######## xor_stream_cipher_flat ########
xor_stream_cipher_flat, congestion heat map:
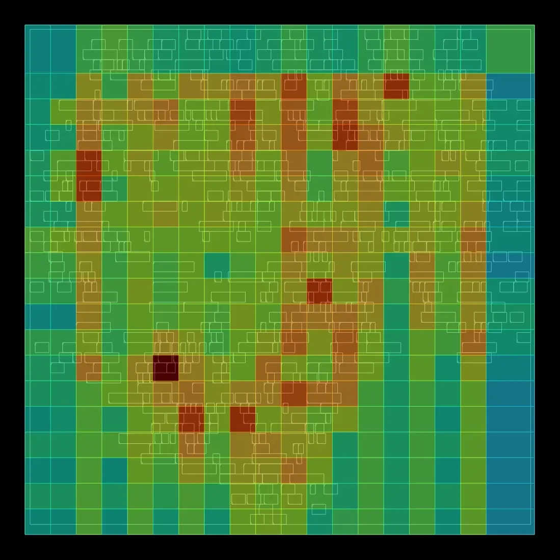

--- src/rtl/xor_cipher_pkg.sv ---
// rtl/xor_cipher_pkg.sv - shared types and helpers for the XOR stream cipher
// Purpose: FSM state encoding, keystream rotate helper and the ROT legality check.
// Ports: none (package).
package xor_cipher_pkg;

  typedef enum logic [1:0] {
    IDLE = 2'd0,
    RUN  = 2'd1,
    DONE = 2'd2
  } state_e;

  // Widest word the rotate helper handles; callers cast to/from their own width.
  localparam int MAX_W = 64;

  // Legal keystream rotate amounts are 1..width-1 (0 or width would leave the
  // keystream constant across a burst).
  function automatic bit rot_is_legal(input int rot, input int width);
    return (width >= 2) && (width <= MAX_W) && (rot >= 1) && (rot <= width - 1);
  endfunction

  // Left-rotate the low `width` bits of `word` by `amt`; bits above `width` read as 0.
  function automatic logic [MAX_W-1:0] rotl(input logic [MAX_W-1:0] word,
                                             input int amt,
                                             input int width);
    logic [MAX_W-1:0] r;
    int a;
    r = '0;
    a = amt % width;
    for (int i = 0; i < MAX_W; i++) begin
      if (i < width) begin
        r[(i + a) % width] = word[i];
      end
    end
    return r;
  endfunction

endpackage

--- src/rtl/xor_stream_cipher_if.sv ---
// rtl/xor_stream_cipher_if.sv - control and stream handshake bundle for the cipher
// Purpose: groups burst control, input stream, output stream and status signals.
// Ports (by modport direction, slave = cipher side):
//   start/key_in/len_in      burst control, driven by master
//   in_valid/data_in         input stream, driven by master; in_ready back
//   out_ready                output stream sink ready, driven by master
//   out_valid/data_out       output stream, driven by slave
//   busy/done                status, driven by slave
interface xor_stream_cipher_if #(
  parameter int DATA_W = 32,
  parameter int LEN_W  = 8
) ();

  logic              start;
  logic [DATA_W-1:0] key_in;
  logic [LEN_W-1:0]  len_in;
  logic              in_valid;
  logic              in_ready;
  logic [DATA_W-1:0] data_in;
  logic              out_valid;
  logic              out_ready;
  logic [DATA_W-1:0] data_out;
  logic              busy;
  logic              done;

  modport master (
    output start, key_in, len_in, in_valid, data_in, out_ready,
    input  in_ready, out_valid, data_out, busy, done
  );

  modport slave (
    input  start, key_in, len_in, in_valid, data_in, out_ready,
    output in_ready, out_valid, data_out, busy, done
  );

endinterface

--- src/rtl/xor_keystream_gen.sv ---
// rtl/xor_keystream_gen.sv - keystream register with load and rotate-advance
// Purpose: holds the running keystream word for the current burst.
// Ports:
//   clk, rst_n   clock, asynchronous active-low reset (keystream -> 0)
//   load_i       load key_i (takes priority over advance_i)
//   key_i        initial keystream word
//   advance_i    rotate the keystream left by ROT
//   ks_o         current keystream word
module xor_keystream_gen
  import xor_cipher_pkg::*;
#(
  parameter int DATA_W = 32,
  parameter int ROT    = 1
) (
  input  logic              clk,
  input  logic              rst_n,
  input  logic              load_i,
  input  logic [DATA_W-1:0] key_i,
  input  logic              advance_i,
  output logic [DATA_W-1:0] ks_o
);

  logic [DATA_W-1:0] ks_q;
  logic [DATA_W-1:0] ks_d;

  always_comb begin
    ks_d = ks_q;
    if (load_i) begin
      ks_d = key_i;
    end else if (advance_i) begin
      ks_d = DATA_W'(rotl(MAX_W'(ks_q), ROT, DATA_W));
    end
  end

  always_ff @(posedge clk or negedge rst_n) begin
    if (!rst_n) begin
      ks_q <= '0;
    end else begin
      ks_q <= ks_d;
    end
  end

  assign ks_o = ks_q;

endmodule

--- src/rtl/xor_stream_cipher.sv ---
// rtl/xor_stream_cipher.sv - multi-word XOR stream cipher with rotating keystream
// Purpose: on start, latches key and burst length, then XORs len words with a
//          keystream that rotates left by ROT after every accepted word.
//          Symmetric: the same block encrypts and decrypts.
// Ports:
//   clk, rst_n   clock, asynchronous active-low reset
//   bus (slave)  start/key_in/len_in, in_valid/in_ready/data_in,
//                out_valid/out_ready/data_out, busy, done
module xor_stream_cipher
  import xor_cipher_pkg::*;
#(
  parameter int DATA_W = 32,
  parameter int LEN_W  = 8,
  parameter int ROT    = 1
) (
  input  logic               clk,
  input  logic               rst_n,
  xor_stream_cipher_if.slave bus
);

  if (!rot_is_legal(ROT, DATA_W)) begin : g_rot_illegal
    $error("xor_stream_cipher: ROT must be in 1..DATA_W-1");
  end

  state_e            state_q, state_d;
  logic [LEN_W-1:0]  len_q, len_d;
  logic [LEN_W-1:0]  in_cnt_q, in_cnt_d;
  logic [LEN_W-1:0]  out_cnt_q, out_cnt_d;
  logic [DATA_W-1:0] data_out_q, data_out_d;
  logic              out_valid_q, out_valid_d;

  logic              ks_load;
  logic              ks_adv;
  logic [DATA_W-1:0] ks;
  logic              in_ready_c;
  logic              in_fire;
  logic              out_fire;
  logic              last_out;

  xor_keystream_gen #(
    .DATA_W (DATA_W),
    .ROT    (ROT)
  ) u_ks (
    .clk       (clk),
    .rst_n     (rst_n),
    .load_i    (ks_load),
    .key_i     (bus.key_in),
    .advance_i (ks_adv),
    .ks_o      (ks)
  );

  // Compare one bit wider so len = 2^LEN_W-1 never wraps.
  assign last_out = ({1'b0, out_cnt_q} + (LEN_W+1)'(1)) == {1'b0, len_q};

  always_comb begin
    state_d     = state_q;
    len_d       = len_q;
    in_cnt_d    = in_cnt_q;
    out_cnt_d   = out_cnt_q;
    data_out_d  = data_out_q;
    out_valid_d = out_valid_q;
    ks_load     = 1'b0;
    ks_adv      = 1'b0;
    in_ready_c  = 1'b0;
    in_fire     = 1'b0;
    out_fire    = 1'b0;

    case (state_q)
      IDLE: begin
        if (bus.start) begin
          ks_load   = 1'b1;
          len_d     = bus.len_in;
          in_cnt_d  = '0;
          out_cnt_d = '0;
          state_d   = (bus.len_in == '0) ? DONE : RUN;
        end
      end

      RUN: begin
        // Accept a new word only if the output slot is free or draining this cycle.
        in_ready_c = (in_cnt_q < len_q) && (!out_valid_q || bus.out_ready);
        in_fire    = bus.in_valid && in_ready_c;
        out_fire   = out_valid_q && bus.out_ready;

        if (in_fire) begin
          data_out_d  = bus.data_in ^ ks;
          out_valid_d = 1'b1;
          ks_adv      = 1'b1;
          in_cnt_d    = in_cnt_q + 1'b1;
        end else if (out_fire) begin
          out_valid_d = 1'b0;
        end

        if (out_fire) begin
          out_cnt_d = out_cnt_q + 1'b1;
          if (last_out) begin
            state_d = DONE;
          end
        end
      end

      DONE: begin
        state_d = IDLE;
      end

      default: begin
        state_d = IDLE;
      end
    endcase
  end

  always_ff @(posedge clk or negedge rst_n) begin
    if (!rst_n) begin
      state_q     <= IDLE;
      len_q       <= '0;
      in_cnt_q    <= '0;
      out_cnt_q   <= '0;
      data_out_q  <= '0;
      out_valid_q <= 1'b0;
    end else begin
      state_q     <= state_d;
      len_q       <= len_d;
      in_cnt_q    <= in_cnt_d;
      out_cnt_q   <= out_cnt_d;
      data_out_q  <= data_out_d;
      out_valid_q <= out_valid_d;
    end
  end

  assign bus.in_ready  = in_ready_c;
  assign bus.out_valid = out_valid_q;
  assign bus.data_out  = data_out_q;
  assign bus.busy      = (state_q != IDLE);
  assign bus.done      = (state_q == DONE);

endmodule
--- src/flat_wrapper.sv ---
// flat-port wrapper written by rule: the top's interface ports become plain ports
module xor_stream_cipher_flat import xor_cipher_pkg::*;
#(
  parameter int DATA_W = 32,
  parameter int LEN_W  = 8,
  parameter int ROT    = 1
)
  (clk, rst_n, bus_start, bus_key_in, bus_len_in, bus_in_valid, bus_data_in, bus_out_ready, bus_in_ready, bus_out_valid, bus_data_out, bus_busy, bus_done);
  xor_stream_cipher_if #(.DATA_W(DATA_W), .LEN_W(LEN_W)) bus_i ();
  input  logic clk;
  input  logic rst_n;
  input wire logic [$bits(bus_i.start)-1:0] bus_start;
  input wire logic [$bits(bus_i.key_in)-1:0] bus_key_in;
  input wire logic [$bits(bus_i.len_in)-1:0] bus_len_in;
  input wire logic [$bits(bus_i.in_valid)-1:0] bus_in_valid;
  input wire logic [$bits(bus_i.data_in)-1:0] bus_data_in;
  input wire logic [$bits(bus_i.out_ready)-1:0] bus_out_ready;
  output wire logic [$bits(bus_i.in_ready)-1:0] bus_in_ready;
  output wire logic [$bits(bus_i.out_valid)-1:0] bus_out_valid;
  output wire logic [$bits(bus_i.data_out)-1:0] bus_data_out;
  output wire logic [$bits(bus_i.busy)-1:0] bus_busy;
  output wire logic [$bits(bus_i.done)-1:0] bus_done;
  assign bus_i.start = bus_start;
  assign bus_i.key_in = bus_key_in;
  assign bus_i.len_in = bus_len_in;
  assign bus_i.in_valid = bus_in_valid;
  assign bus_i.data_in = bus_data_in;
  assign bus_i.out_ready = bus_out_ready;
  assign bus_in_ready = bus_i.in_ready;
  assign bus_out_valid = bus_i.out_valid;
  assign bus_data_out = bus_i.data_out;
  assign bus_busy = bus_i.busy;
  assign bus_done = bus_i.done;
  xor_stream_cipher #(.DATA_W(DATA_W), .LEN_W(LEN_W), .ROT(ROT)) u_core (.clk(clk), .rst_n(rst_n), .bus(bus_i));
endmodule
--- config.mk ---
export PLATFORM = sky130hd
export DESIGN_NAME = xor_stream_cipher_flat
export DESIGN_NICKNAME = d
export VERILOG_FILES = /design/src/rtl/xor_cipher_pkg.sv /design/src/rtl/xor_stream_cipher_if.sv /design/src/rtl/xor_keystream_gen.sv /design/src/rtl/xor_stream_cipher.sv /design/src/flat_wrapper.sv
export SDC_FILE = /design/constraint.sdc
export NUM_CORES = 1
export LEC_CHECK = 0
export CORE_UTILIZATION = 25
export CTS_CLUSTER_DIAMETER = 50
export CTS_CLUSTER_SIZE = 12
export DETAILED_ROUTE_END_ITERATION = 7
export GPL_TIMING_DRIVEN = 0
export PLACE_DENSITY = 0.48
export SKIP_LAST_GASP = 1
export SLEW_MARGIN = 20
export SYNTH_ARGS = -nofsm -noshare
export SYNTH_HDL_FRONTEND = slang
export SYNTH_SLANG_ARGS = --single-unit
--- constraint.sdc ---
create_clock -name clk -period 4.4 [get_ports clk]
set_input_delay 0.66 -clock clk [delete_from_list [all_inputs] [get_ports clk]]
set_output_delay 0.66 -clock clk [all_outputs]
set_load 0.01 [all_outputs]
######## rx_deserializer ########
**src/rtl/rx_deserializer.sv**
```systemverilog
// UART-style receiver: synchronizes rx_in, samples each bit at mid-bit and
// delivers {stop, data, start} frames (LSB first) as parallel bytes.
module rx_deserializer #(
    parameter int FRAME_DATA   = 8,
    parameter int CLKS_PER_BIT = 868
) (
    input  logic                  clk,
    input  logic                  rst,
    input  logic                  rx_in,
    output logic [FRAME_DATA-1:0] rx_data,
    output logic                  rx_valid,
    output logic                  frame_error,
    output logic                  rx_busy
);

    localparam int CNT_W = $clog2(CLKS_PER_BIT);
    localparam int IDX_W = (FRAME_DATA > 1) ? $clog2(FRAME_DATA) : 1;

    localparam logic [CNT_W-1:0] CNT_LAST = CNT_W'(CLKS_PER_BIT - 1);
    localparam logic [CNT_W-1:0] CNT_HALF = CNT_W'((CLKS_PER_BIT - 1) / 2);
    localparam logic [IDX_W-1:0] IDX_LAST = IDX_W'(FRAME_DATA - 1);

    typedef enum logic [2:0] {
        S_IDLE,
        S_START,
        S_DATA,
        S_STOP,
        S_BREAK
    } state_t;

    state_t                  state, state_next;
    logic                    sync1, rx_s;
    logic [CNT_W-1:0]        cnt, cnt_next;
    logic [IDX_W-1:0]        bit_idx, idx_next;
    logic [FRAME_DATA-1:0]   shreg, shreg_next;
    logic [FRAME_DATA-1:0]   data_next;
    logic                    valid_next, ferr_next;

    // Idle-high line: both synchronizer stages reset to 1 so reset itself
    // never looks like a start edge.
    always_ff @(posedge clk) begin
        if (rst) begin
            sync1 <= 1'b1;
            rx_s  <= 1'b1;
        end else begin
            sync1 <= rx_in;
            rx_s  <= sync1;
        end
    end

    // NOTE: sequential state uses non-blocking assignments only, so every
    // register sees the pre-edge values of the others.
    always_ff @(posedge clk) begin
        if (rst) begin
            state       <= S_IDLE;
            cnt         <= '0;
            bit_idx     <= '0;
            shreg       <= '0;
            rx_data     <= '0;
            rx_valid    <= 1'b0;
            frame_error <= 1'b0;
        end else begin
            state       <= state_next;
            cnt         <= cnt_next;
            bit_idx     <= idx_next;
            shreg       <= shreg_next;
            rx_data     <= data_next;
            rx_valid    <= valid_next;
            frame_error <= ferr_next;
        end
    end

    // NOTE: every output of this block gets a default first, so no path
    // through the case can leave a signal unassigned and infer a latch.
    always_comb begin
        state_next = state;
        cnt_next   = cnt;
        idx_next   = bit_idx;
        shreg_next = shreg;
        data_next  = rx_data;
        valid_next = 1'b0;
        ferr_next  = 1'b0;

        case (state)
            S_IDLE: begin
                cnt_next = '0;
                if (!rx_s) state_next = S_START;
            end

            S_START: begin
                if (cnt == CNT_HALF) begin
                    cnt_next = '0;
                    if (!rx_s) begin
                        state_next = S_DATA;
                        idx_next   = '0;
                    end else begin
                        state_next = S_IDLE;
                    end
                end else begin
                    cnt_next = cnt + 1'b1;
                end
            end

            S_DATA: begin
                if (cnt == CNT_LAST) begin
                    cnt_next   = '0;
                    shreg_next = {rx_s, shreg[FRAME_DATA-1:1]};
                    if (bit_idx == IDX_LAST) state_next = S_STOP;
                    else                     idx_next   = bit_idx + 1'b1;
                end else begin
                    cnt_next = cnt + 1'b1;
                end
            end

            S_STOP: begin
                // Leaving at mid stop bit gives half a bit of slack for a
                // start bit that follows immediately.
                if (cnt == CNT_LAST) begin
                    cnt_next = '0;
                    if (rx_s) begin
                        data_next  = shreg;
                        valid_next = 1'b1;
                        state_next = S_IDLE;
                    end else begin
                        ferr_next  = 1'b1;
                        state_next = S_BREAK;
                    end
                end else begin
                    cnt_next = cnt + 1'b1;
                end
            end

            S_BREAK: begin
                cnt_next = '0;
                if (rx_s) state_next = S_IDLE;
            end

            default: state_next = S_IDLE;
        endcase
    end

    assign rx_busy = (state != S_IDLE);

endmodule

```
**config.mk**
```make
export PLATFORM = sky130hd
export DESIGN_NAME = rx_deserializer
export DESIGN_NICKNAME = d
export VERILOG_FILES = /design/src/rtl/rx_deserializer.sv
export SDC_FILE = /design/constraint.sdc
export NUM_CORES = 1
export LEC_CHECK = 0
export CAP_MARGIN = 15
export CORE_MARGIN = 10
export CORE_UTILIZATION = 50
export CTS_CLUSTER_SIZE = 30
export DETAILED_ROUTE_END_ITERATION = 12
export PLACE_DENSITY = 0.74
export SYNTH_ARGS = -nofsm -noshare
export SYNTH_HDL_FRONTEND = slang
export SYNTH_SLANG_ARGS = --single-unit
```
**constraint.sdc**
```tcl
create_clock -name clk -period 2.9 [get_ports clk]
set_clock_uncertainty 0.2 [all_clocks]
set_input_delay 0.58 -clock clk [delete_from_list [all_inputs] [get_ports clk]]
set_output_delay 0.58 -clock clk [all_outputs]
set_load 0.1 [all_outputs]
```

## Gallery

Logic cells by family.
shot_01.png
The bar under the picture is 20 um long.
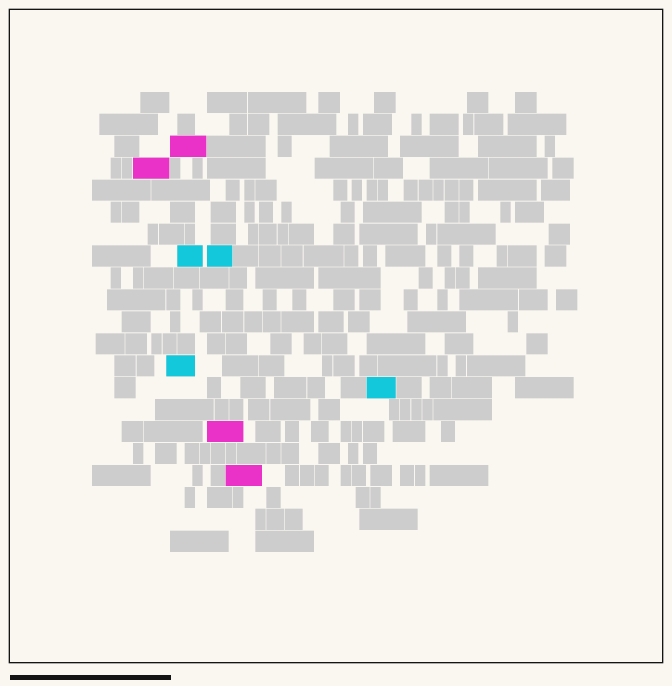
shot_02.png
The bar under the picture is 50 um long.
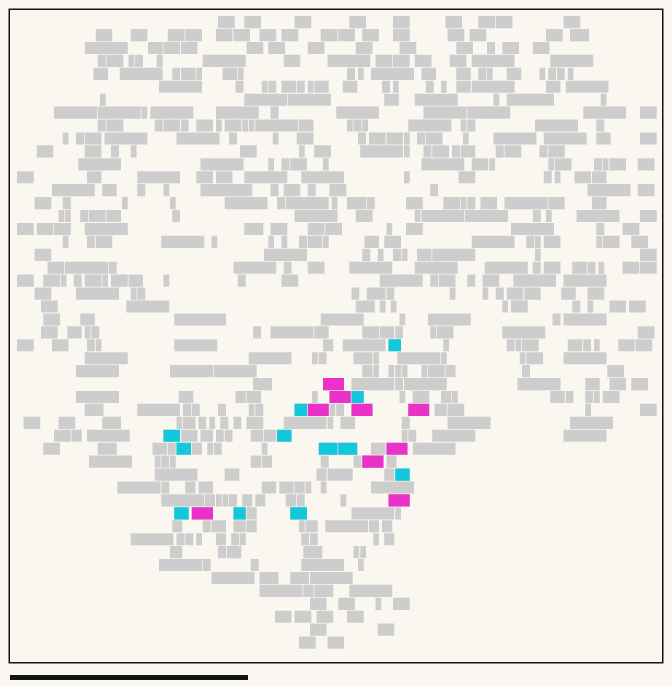
shot_02.png -> xor_stream_cipher_flat
shot_01.png -> rx_deserializer

Key to shot_01.png:
magenta -> fa/ha/maj cells  # cells 4, most used ha_1
cyan -> non-inverting ao/oa cells  # cells 4, most used o22a_1

xor_stream_cipher_flat, sequential cells colored by netlist name:
The bar under the picture is 50 um long.
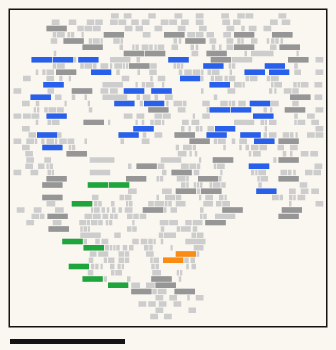
blue -> u_core.u_ks.ks_o  # flops 32
green -> u_core.out_cnt_q  # flops 8
orange -> u_core.state_q  # flops 2
not colored = 49

## Picture notes: 'congestion heat map' of xor_stream_cipher_flat
met1 Use GR: 0.183
gr busiest metal: met2
met3 usage: 0.0250
Core Util, Final: 0.352

==> impl_metrics.py, xor_stream_cipher_flat <==
# Physical implementation metrics
metrics = {
    "clock_tree": {
        "clockRootBuffer": "clkbuf_16",
        "cts_resized": 0,
        "post-cts-setup-buffer-count": 0,
    },
    "finish": {
        "top_area_cell_class": "registers",
        "regArea_sq_mm": 0.00228,
        "seq_area_frac": 0.360,
        "n_all_buffers": 138,
        "comb.multi_input.count": 328,
        "fill_cells": 1812,
        "fin_nets": 664,
    },
    "die": {
        "die-area_sq_mm": 0.0188,
        "fp.dieW_um": 137,
        "ios": 113,
    },
    "yosys": {
        "synth_area_sq_mm": 0.00457,
        "topCombFamilyByArea": "simple AND/OR/NAND/NOR gates",
        "syn_avg_cell_area_sq_um": 10.1,
        "ys_sh_xor": 0.0728,
        "top_cell": "dfrtp_1",
        "ys_types": 43,
    },
    "route": {
        "ant_nets": 0,
        "vias_per_cell": 4.60,
        "first_pass_iters": 4,
        "wl_met1_um": 5930,
    },
    "run_status": {
        "outcome": "completed",
    },
    "job": {
        "maxCapViolCount": 0,
    },
    "timing": {
        "report.final.slew_viol_count": 0,
        "rsz0062_at_grt": "false",
        "post-route-min-period_ns": 3.11,
    },
    "worst_setup_path": {
        "rr_endpoint": "u_core.bus.data_out[3]",
        "crit_end": "bus_in_ready",
        "cp_cell_sequence": "ha_1 > a211o_1 > a31oi_1 > o221a_2 > clkdlybuf4s50_1",
        "crit_arrival_ns": 2.45,
        "reg2reg_depth": 8,
    },
    "global_routing": {
        "met2_usage": 0.222,
    },
}
## xor_stream_cipher_flat: stage by stage
stage	power (W)	setup slack [ns]	instance area (sq um)	hold WS [ns]
after floorplan	0.000867	2.33	4570	0.364
after global placement	0.000961	-0.935	5980	0.506
after detailed placement	0.000964	1.50	6010	0.516
final	0.00179	1.29	6320	0.223
after global routing	0.00185	1.15	6320	0.245
after CTS	0.00182	1.27	6320	0.233
## xor_stream_cipher_flat: power breakdown
group          leakage (nW)  internal (W)  switching, W
registers              1.27      0.000836             0
logic                  1.27     0.0000718     0.0000382
clock network         0.150      0.000501      0.000339
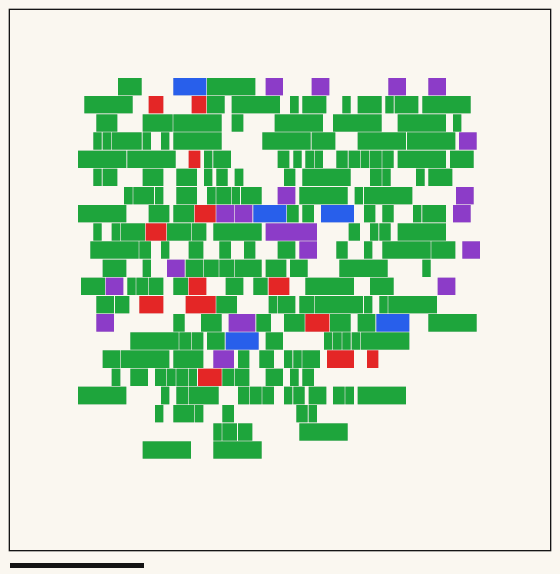
rx_deserializer: sizing map
The bar under the picture is 20 um long.
green -> x1 and smaller  # cells 189, share 84%
red -> x2  # cells 13, share 5.8%
blue -> x6 and larger  # cells 5, share 2.2%
purple -> x3 and x4  # cells 19, share 8.4%

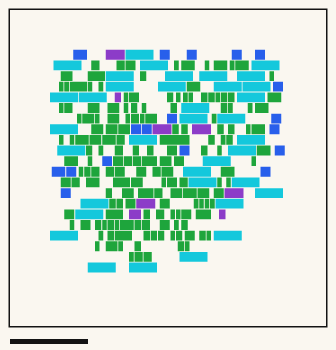
rx_deserializer: cells colored by class
The bar under the picture is 20 um long.
green -> remaining logic cells  # cells 164, share of their area 52%
cyan -> registers  # cells 36, share of their area 36%
purple -> clock drivers and dummy loads  # cells 8, share of their area 4.4%
blue -> remaining buffers and delay cells  # cells 18, share of their area 7.1%

==> impl_metrics.py, rx_deserializer <==
# Physical implementation metrics
metrics = {
    "clock_tree": {
        "path_clk_slew_ns": 0.08,
    },
    "yosys": {
        "ys_types": 51,
        "synth_top_cell_by_area": "dfxtp_1",
        "edf_count": 0,
        "topCombFamilyByArea": "simple AND/OR/NAND/NOR gates",
    },
    "job": {
        "maxCapViolCount": 0,
    },
    "place": {
        "place_inst": 266,
        "dp_hpwl_um": 2600,
    },
    "global_routing": {
        "antenna_found_initial": 0,
        "grt_overflow_total": 0,
    },
    "die": {
        "fp.dieW_um": 80.8,
        "fp.dieH_um": 80.8,
        "num_rows": 22,
    },
    "finish": {
        "seq_area_frac": 0.353,
        "logic_area_sq_um": 995,
        "comb.multi_input.count": 154,
        "fill_cells": 340,
        "nonClkBufAreaFrac": 0.0687,
    },
    "timing": {
        "setup_slack_ns": 0.565,
        "worst_slew_pin_slew_ns": 0.650,
        "worst_slew_margin_rel": 0.566,
    },
    "route": {
        "met2RoutedLength_um": 1580,
    },
    "power": {
        "p_total_w": 0.000931,
    },
    "run_status": {
        "outcome": "completed",
    },
}
-- rx_deserializer: synthesized netlist by cell type (3+ instances only) --
| master | n |
|---|---|
| dfxtp_1 | 36 |
| nand2_1 | 22 |
| nand3_1 | 22 |
| nor2_1 | 20 |
| mux2i_1 | 11 |
| inv_1 | 10 |
| a21oi_1 | 8 |
| clkbuf_1 | 8 |
| buf_6 | 4 |
| ha_1 | 4 |
| nand4_1 | 4 |
| nor3_1 | 4 |
| o211ai_1 | 4 |
| or4_1 | 4 |
| nand2b_1 | 3 |
| nand4b_1 | 3 |
| o32ai_1 | 3 |

######## mbs_fsk_demod ########
===== config.mk =====
export PLATFORM = sky130hd
export DESIGN_NAME = mbs_fsk_demod
export DESIGN_NICKNAME = d
export VERILOG_FILES = /design/src/rtl/mbs_fsk_demod.sv
export SDC_FILE = /design/constraint.sdc
export NUM_CORES = 1
export LEC_CHECK = 0
export CORE_MARGIN = 4
export CORE_UTILIZATION = 53
export CTS_CLUSTER_DIAMETER = 60
export CTS_CLUSTER_SIZE = 14
export DETAILED_ROUTE_END_ITERATION = 7
export DONT_BUFFER_PORTS = 1
export GPL_TIMING_DRIVEN = 0
export PLACE_DENSITY = 0.68
export SYNTH_ARGS = -nofsm -noshare
export SYNTH_HDL_FRONTEND = slang
export SYNTH_SLANG_ARGS = --single-unit

===== constraint.sdc =====
create_clock -name clk -period 5.1 [get_ports clk]
set_input_delay 1.275 -clock clk [delete_from_list [all_inputs] [get_ports clk]]
set_output_delay 1.275 -clock clk [all_outputs]
set_load 0.02 [all_outputs]

===== src/rtl/mbs_fsk_demod.sv =====
// mbsFSK receiver: counts carrier rising edges per symbol window, slices a bit and checks it against the x^5+x^3+1 m-sequence.
// Latency: fsk edge to rise 3 clk, bit_valid 1 clk after window end; free-running with no backpressure.
module mbs_fsk_demod #(
  parameter int SYM_LEN     = 1000,
  parameter int EDGE_THRESH = 6,
  parameter int LOCK_LEN    = 31,
  parameter int CNT_W       = 10
) (
  input  logic       clk,
  input  logic       RSTB,
  input  logic       en,
  input  logic       fsk_in,
  output logic       bit_valid,
  output logic       bit_out,
  output logic [4:0] lfsr,
  output logic [7:0] edge_count,
  output logic       locked,
  output logic [6:0] err_count,
  output logic       busy
);

  localparam int MW = $clog2(LOCK_LEN + 1);
  localparam logic [0:0] ST_IDLE = 1'b0;
  localparam logic [0:0] ST_RUN  = 1'b1;

  logic             r_sync1;
  logic             r_sync2;
  logic             r_dly;
  logic [0:0]       r_state;
  logic [CNT_W-1:0] r_win;
  logic [7:0]       r_acc;
  logic [7:0]       r_last;
  logic             r_end;
  logic [2:0]       r_fill;
  logic [MW-1:0]    r_match;

  logic             w_rise;
  logic             w_win_last;
  logic [7:0]       w_acc_nxt;
  logic             w_bit;
  logic             w_pred;
  logic [MW-1:0]    w_match_inc;
  logic [6:0]       w_err_inc;

  assign w_rise      = r_sync2 & ~r_dly;
  assign w_win_last  = (r_win == CNT_W'(SYM_LEN - 1));
  assign w_acc_nxt   = (w_rise && r_acc != 8'hFF) ? r_acc + 8'd1 : r_acc;
  assign w_bit       = (r_last >= 8'(EDGE_THRESH));
  assign w_pred      = lfsr[4] ^ lfsr[2];
  assign w_match_inc = (r_match == MW'(LOCK_LEN)) ? r_match : r_match + 1'b1;
  assign w_err_inc   = (err_count == 7'h7F) ? err_count : err_count + 7'd1;
  assign busy        = (r_state == ST_RUN);

  always_ff @(posedge clk or negedge RSTB) begin
    if (!RSTB) begin
      r_sync1 <= 1'b0;
      r_sync2 <= 1'b0;
      r_dly   <= 1'b0;
    end else begin
      r_sync1 <= fsk_in;
      r_sync2 <= r_sync1;
      r_dly   <= r_sync2;
    end
  end

  always_ff @(posedge clk or negedge RSTB) begin
    if (!RSTB) begin
      r_state    <= ST_IDLE;
      r_win      <= '0;
      r_acc      <= '0;
      r_last     <= '0;
      r_end      <= 1'b0;
      r_fill     <= '0;
      r_match    <= '0;
      bit_valid  <= 1'b0;
      bit_out    <= 1'b0;
      lfsr       <= '0;
      edge_count <= '0;
      locked     <= 1'b0;
      err_count  <= '0;
    end else if (!en) begin
      // bit_out and edge_count deliberately keep their last values
      r_state   <= ST_IDLE;
      r_win     <= '0;
      r_acc     <= '0;
      r_end     <= 1'b0;
      r_fill    <= '0;
      r_match   <= '0;
      bit_valid <= 1'b0;
      lfsr      <= '0;
      locked    <= 1'b0;
      err_count <= '0;
    end else begin
      bit_valid <= 1'b0;
      case (r_state)
        ST_IDLE: begin
          if (w_rise) begin
            r_state <= ST_RUN;
            r_win   <= CNT_W'(1);
            r_acc   <= 8'd1;
          end
        end
        default: begin
          if (w_win_last) begin
            r_win  <= '0;
            r_acc  <= '0;
            r_last <= w_acc_nxt;
            r_end  <= 1'b1;
          end else begin
            r_win  <= r_win + 1'b1;
            r_acc  <= w_acc_nxt;
            r_end  <= 1'b0;
          end
          // Window result is consumed one cycle after the wrap
          if (r_end) begin
            edge_count <= r_last;
            if (r_last == 8'd0) begin
              r_state <= ST_IDLE;
              r_win   <= '0;
              r_acc   <= '0;
              locked  <= 1'b0;
            end else begin
              bit_valid <= 1'b1;
              bit_out   <= w_bit;
              lfsr      <= {lfsr[3:0], w_bit};
              if (r_fill < 3'd5) begin
                r_fill <= r_fill + 3'd1;
              end else if (w_bit == w_pred) begin
                r_match <= w_match_inc;
                if (w_match_inc == MW'(LOCK_LEN)) begin
                  locked <= 1'b1;
                end
              end else begin
                r_match   <= '0;
                locked    <= 1'b0;
                err_count <= w_err_inc;
              end
            end
          end
        end
      endcase
    end
  end

endmodule


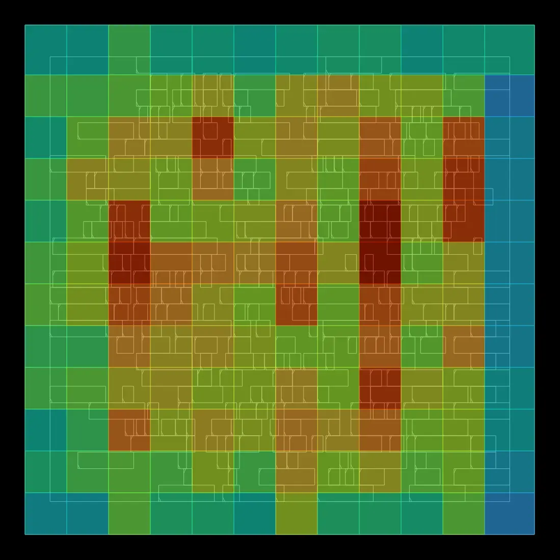
mbs_fsk_demod: congestion heat map
met3 usage: 0.0422
Core Util, Final: 0.607
met1 Use GR: 0.268
global-route usage over all layers: 0.189

==> impl_metrics.py <==
# Physical implementation metrics
metrics = {
    "yosys": {
        "synth_top_area_share": 0.505,
        "ys_sh_xor": 0.0342,
        "syn_inst": 310,
        "yosys_warnings": 0,
        "ys_types": 51,
        "yosysCellCount": 310,
        "synth_top_cell_by_area": "dfrtp_1",
        "fa_ha_area_frac": 0.0204,
        "edf_count": 0,
        "fp_nets": 319,
        "ys_ff": 62,
        "async_flop_share": 1.00,
    },
    "worst_setup_path": {
        "crit_required_ns": 5.31,
        "cp_cell_sequence": "clkbuf_1 > clkinv_1 > or4_4 > o211ai_2 > buf_6 > mux2i_1 > o21ai_0",
        "endpoint_kind": "flip-flop",
        "rr_endpoint": "r_acc[1]",
    },
    "place": {
        "placed_area_sq_mm": 0.00316,
        "port_buffers": 0,
        "place_ws_ns": 1.83,
    },
    "timing": {
        "hold_viol": 0,
        "clock_skew_ns": 0.00850,
        "rsz0062_at_grt": "false",
        "holdWs_ns": 0.368,
        "setup_viol": 0,
        "clock.fmax_ghz": 0.344,
    },
    "run_status": {
        "outcome": "completed",
    },
    "finish": {
        "stdcell_area_sq_mm": 0.00338,
        "fin_nets": 330,
        "area_growth_pct": 10.2,
        "lay_top_cells": "62 x dfrtp_1, 31 x nand2_1, 30 x o21ai_0",
    },
    "clock_tree": {
        "post-cts-setup-buffer-count": 0,
    },
    "route": {
        "vias": 2326,
        "top_layer": "met4",
        "drt_iter0_markers": 104,
        "first_pass_iters": 4,
        "routed_wl_um": 6130,
    },
    "worst_hold_path": {
        "hp-class": "flip-flop to flip-flop",
        "holdPathStages": 0,
    },
    "global_routing": {
        "grt-busiest-layer": "met2",
    },
    "die": {
        "fp.dieH_um": 84.1,
    },
}
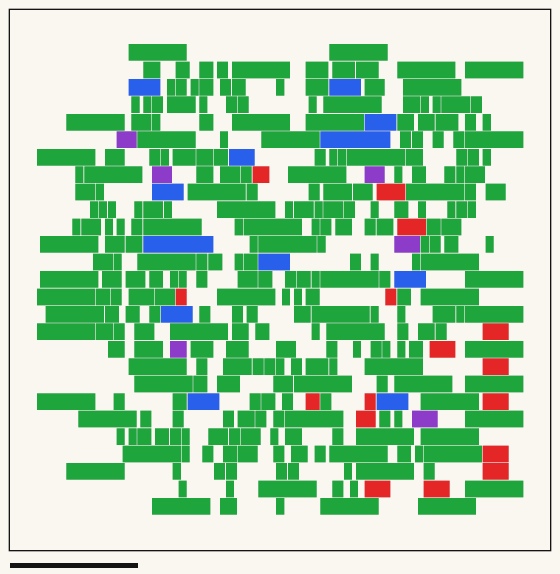
mbs_fsk_demod: sizing map
The bar under the picture is 20 um long.
green -> x1 and smaller  # cells 292, share 90%
red -> x2  # cells 16, share 4.9%
blue -> x6 and larger  # cells 12, share 3.7%
purple -> x3 and x4  # cells 6, share 1.8%

==> power breakdown <==
| part | total, W | internal, W | switching (W) |
|---|---|---|---|
| combinational | 0.0000441 | 0.0000161 | 0.0000280 |
| sequential | 0.000519 | 0.000501 | 0.0000175 |
| clock | 0.000481 | 0.000276 | 0.000204 |
==> final cells by class <==
cell class / instances / area, sq um
Clock buffer: 9 / 124
Tap cell: 72 / 90.1
Inverter: 5 / 18.8
Clock inverter: 7 / 98.8
Multi-Input combinational cell: 232 / 1450
Sequential cell: 62 / 1550
Buffer: 11 / 51.3
Fill cell: 489 / 2190

Power and IR drop assume default switching activity.
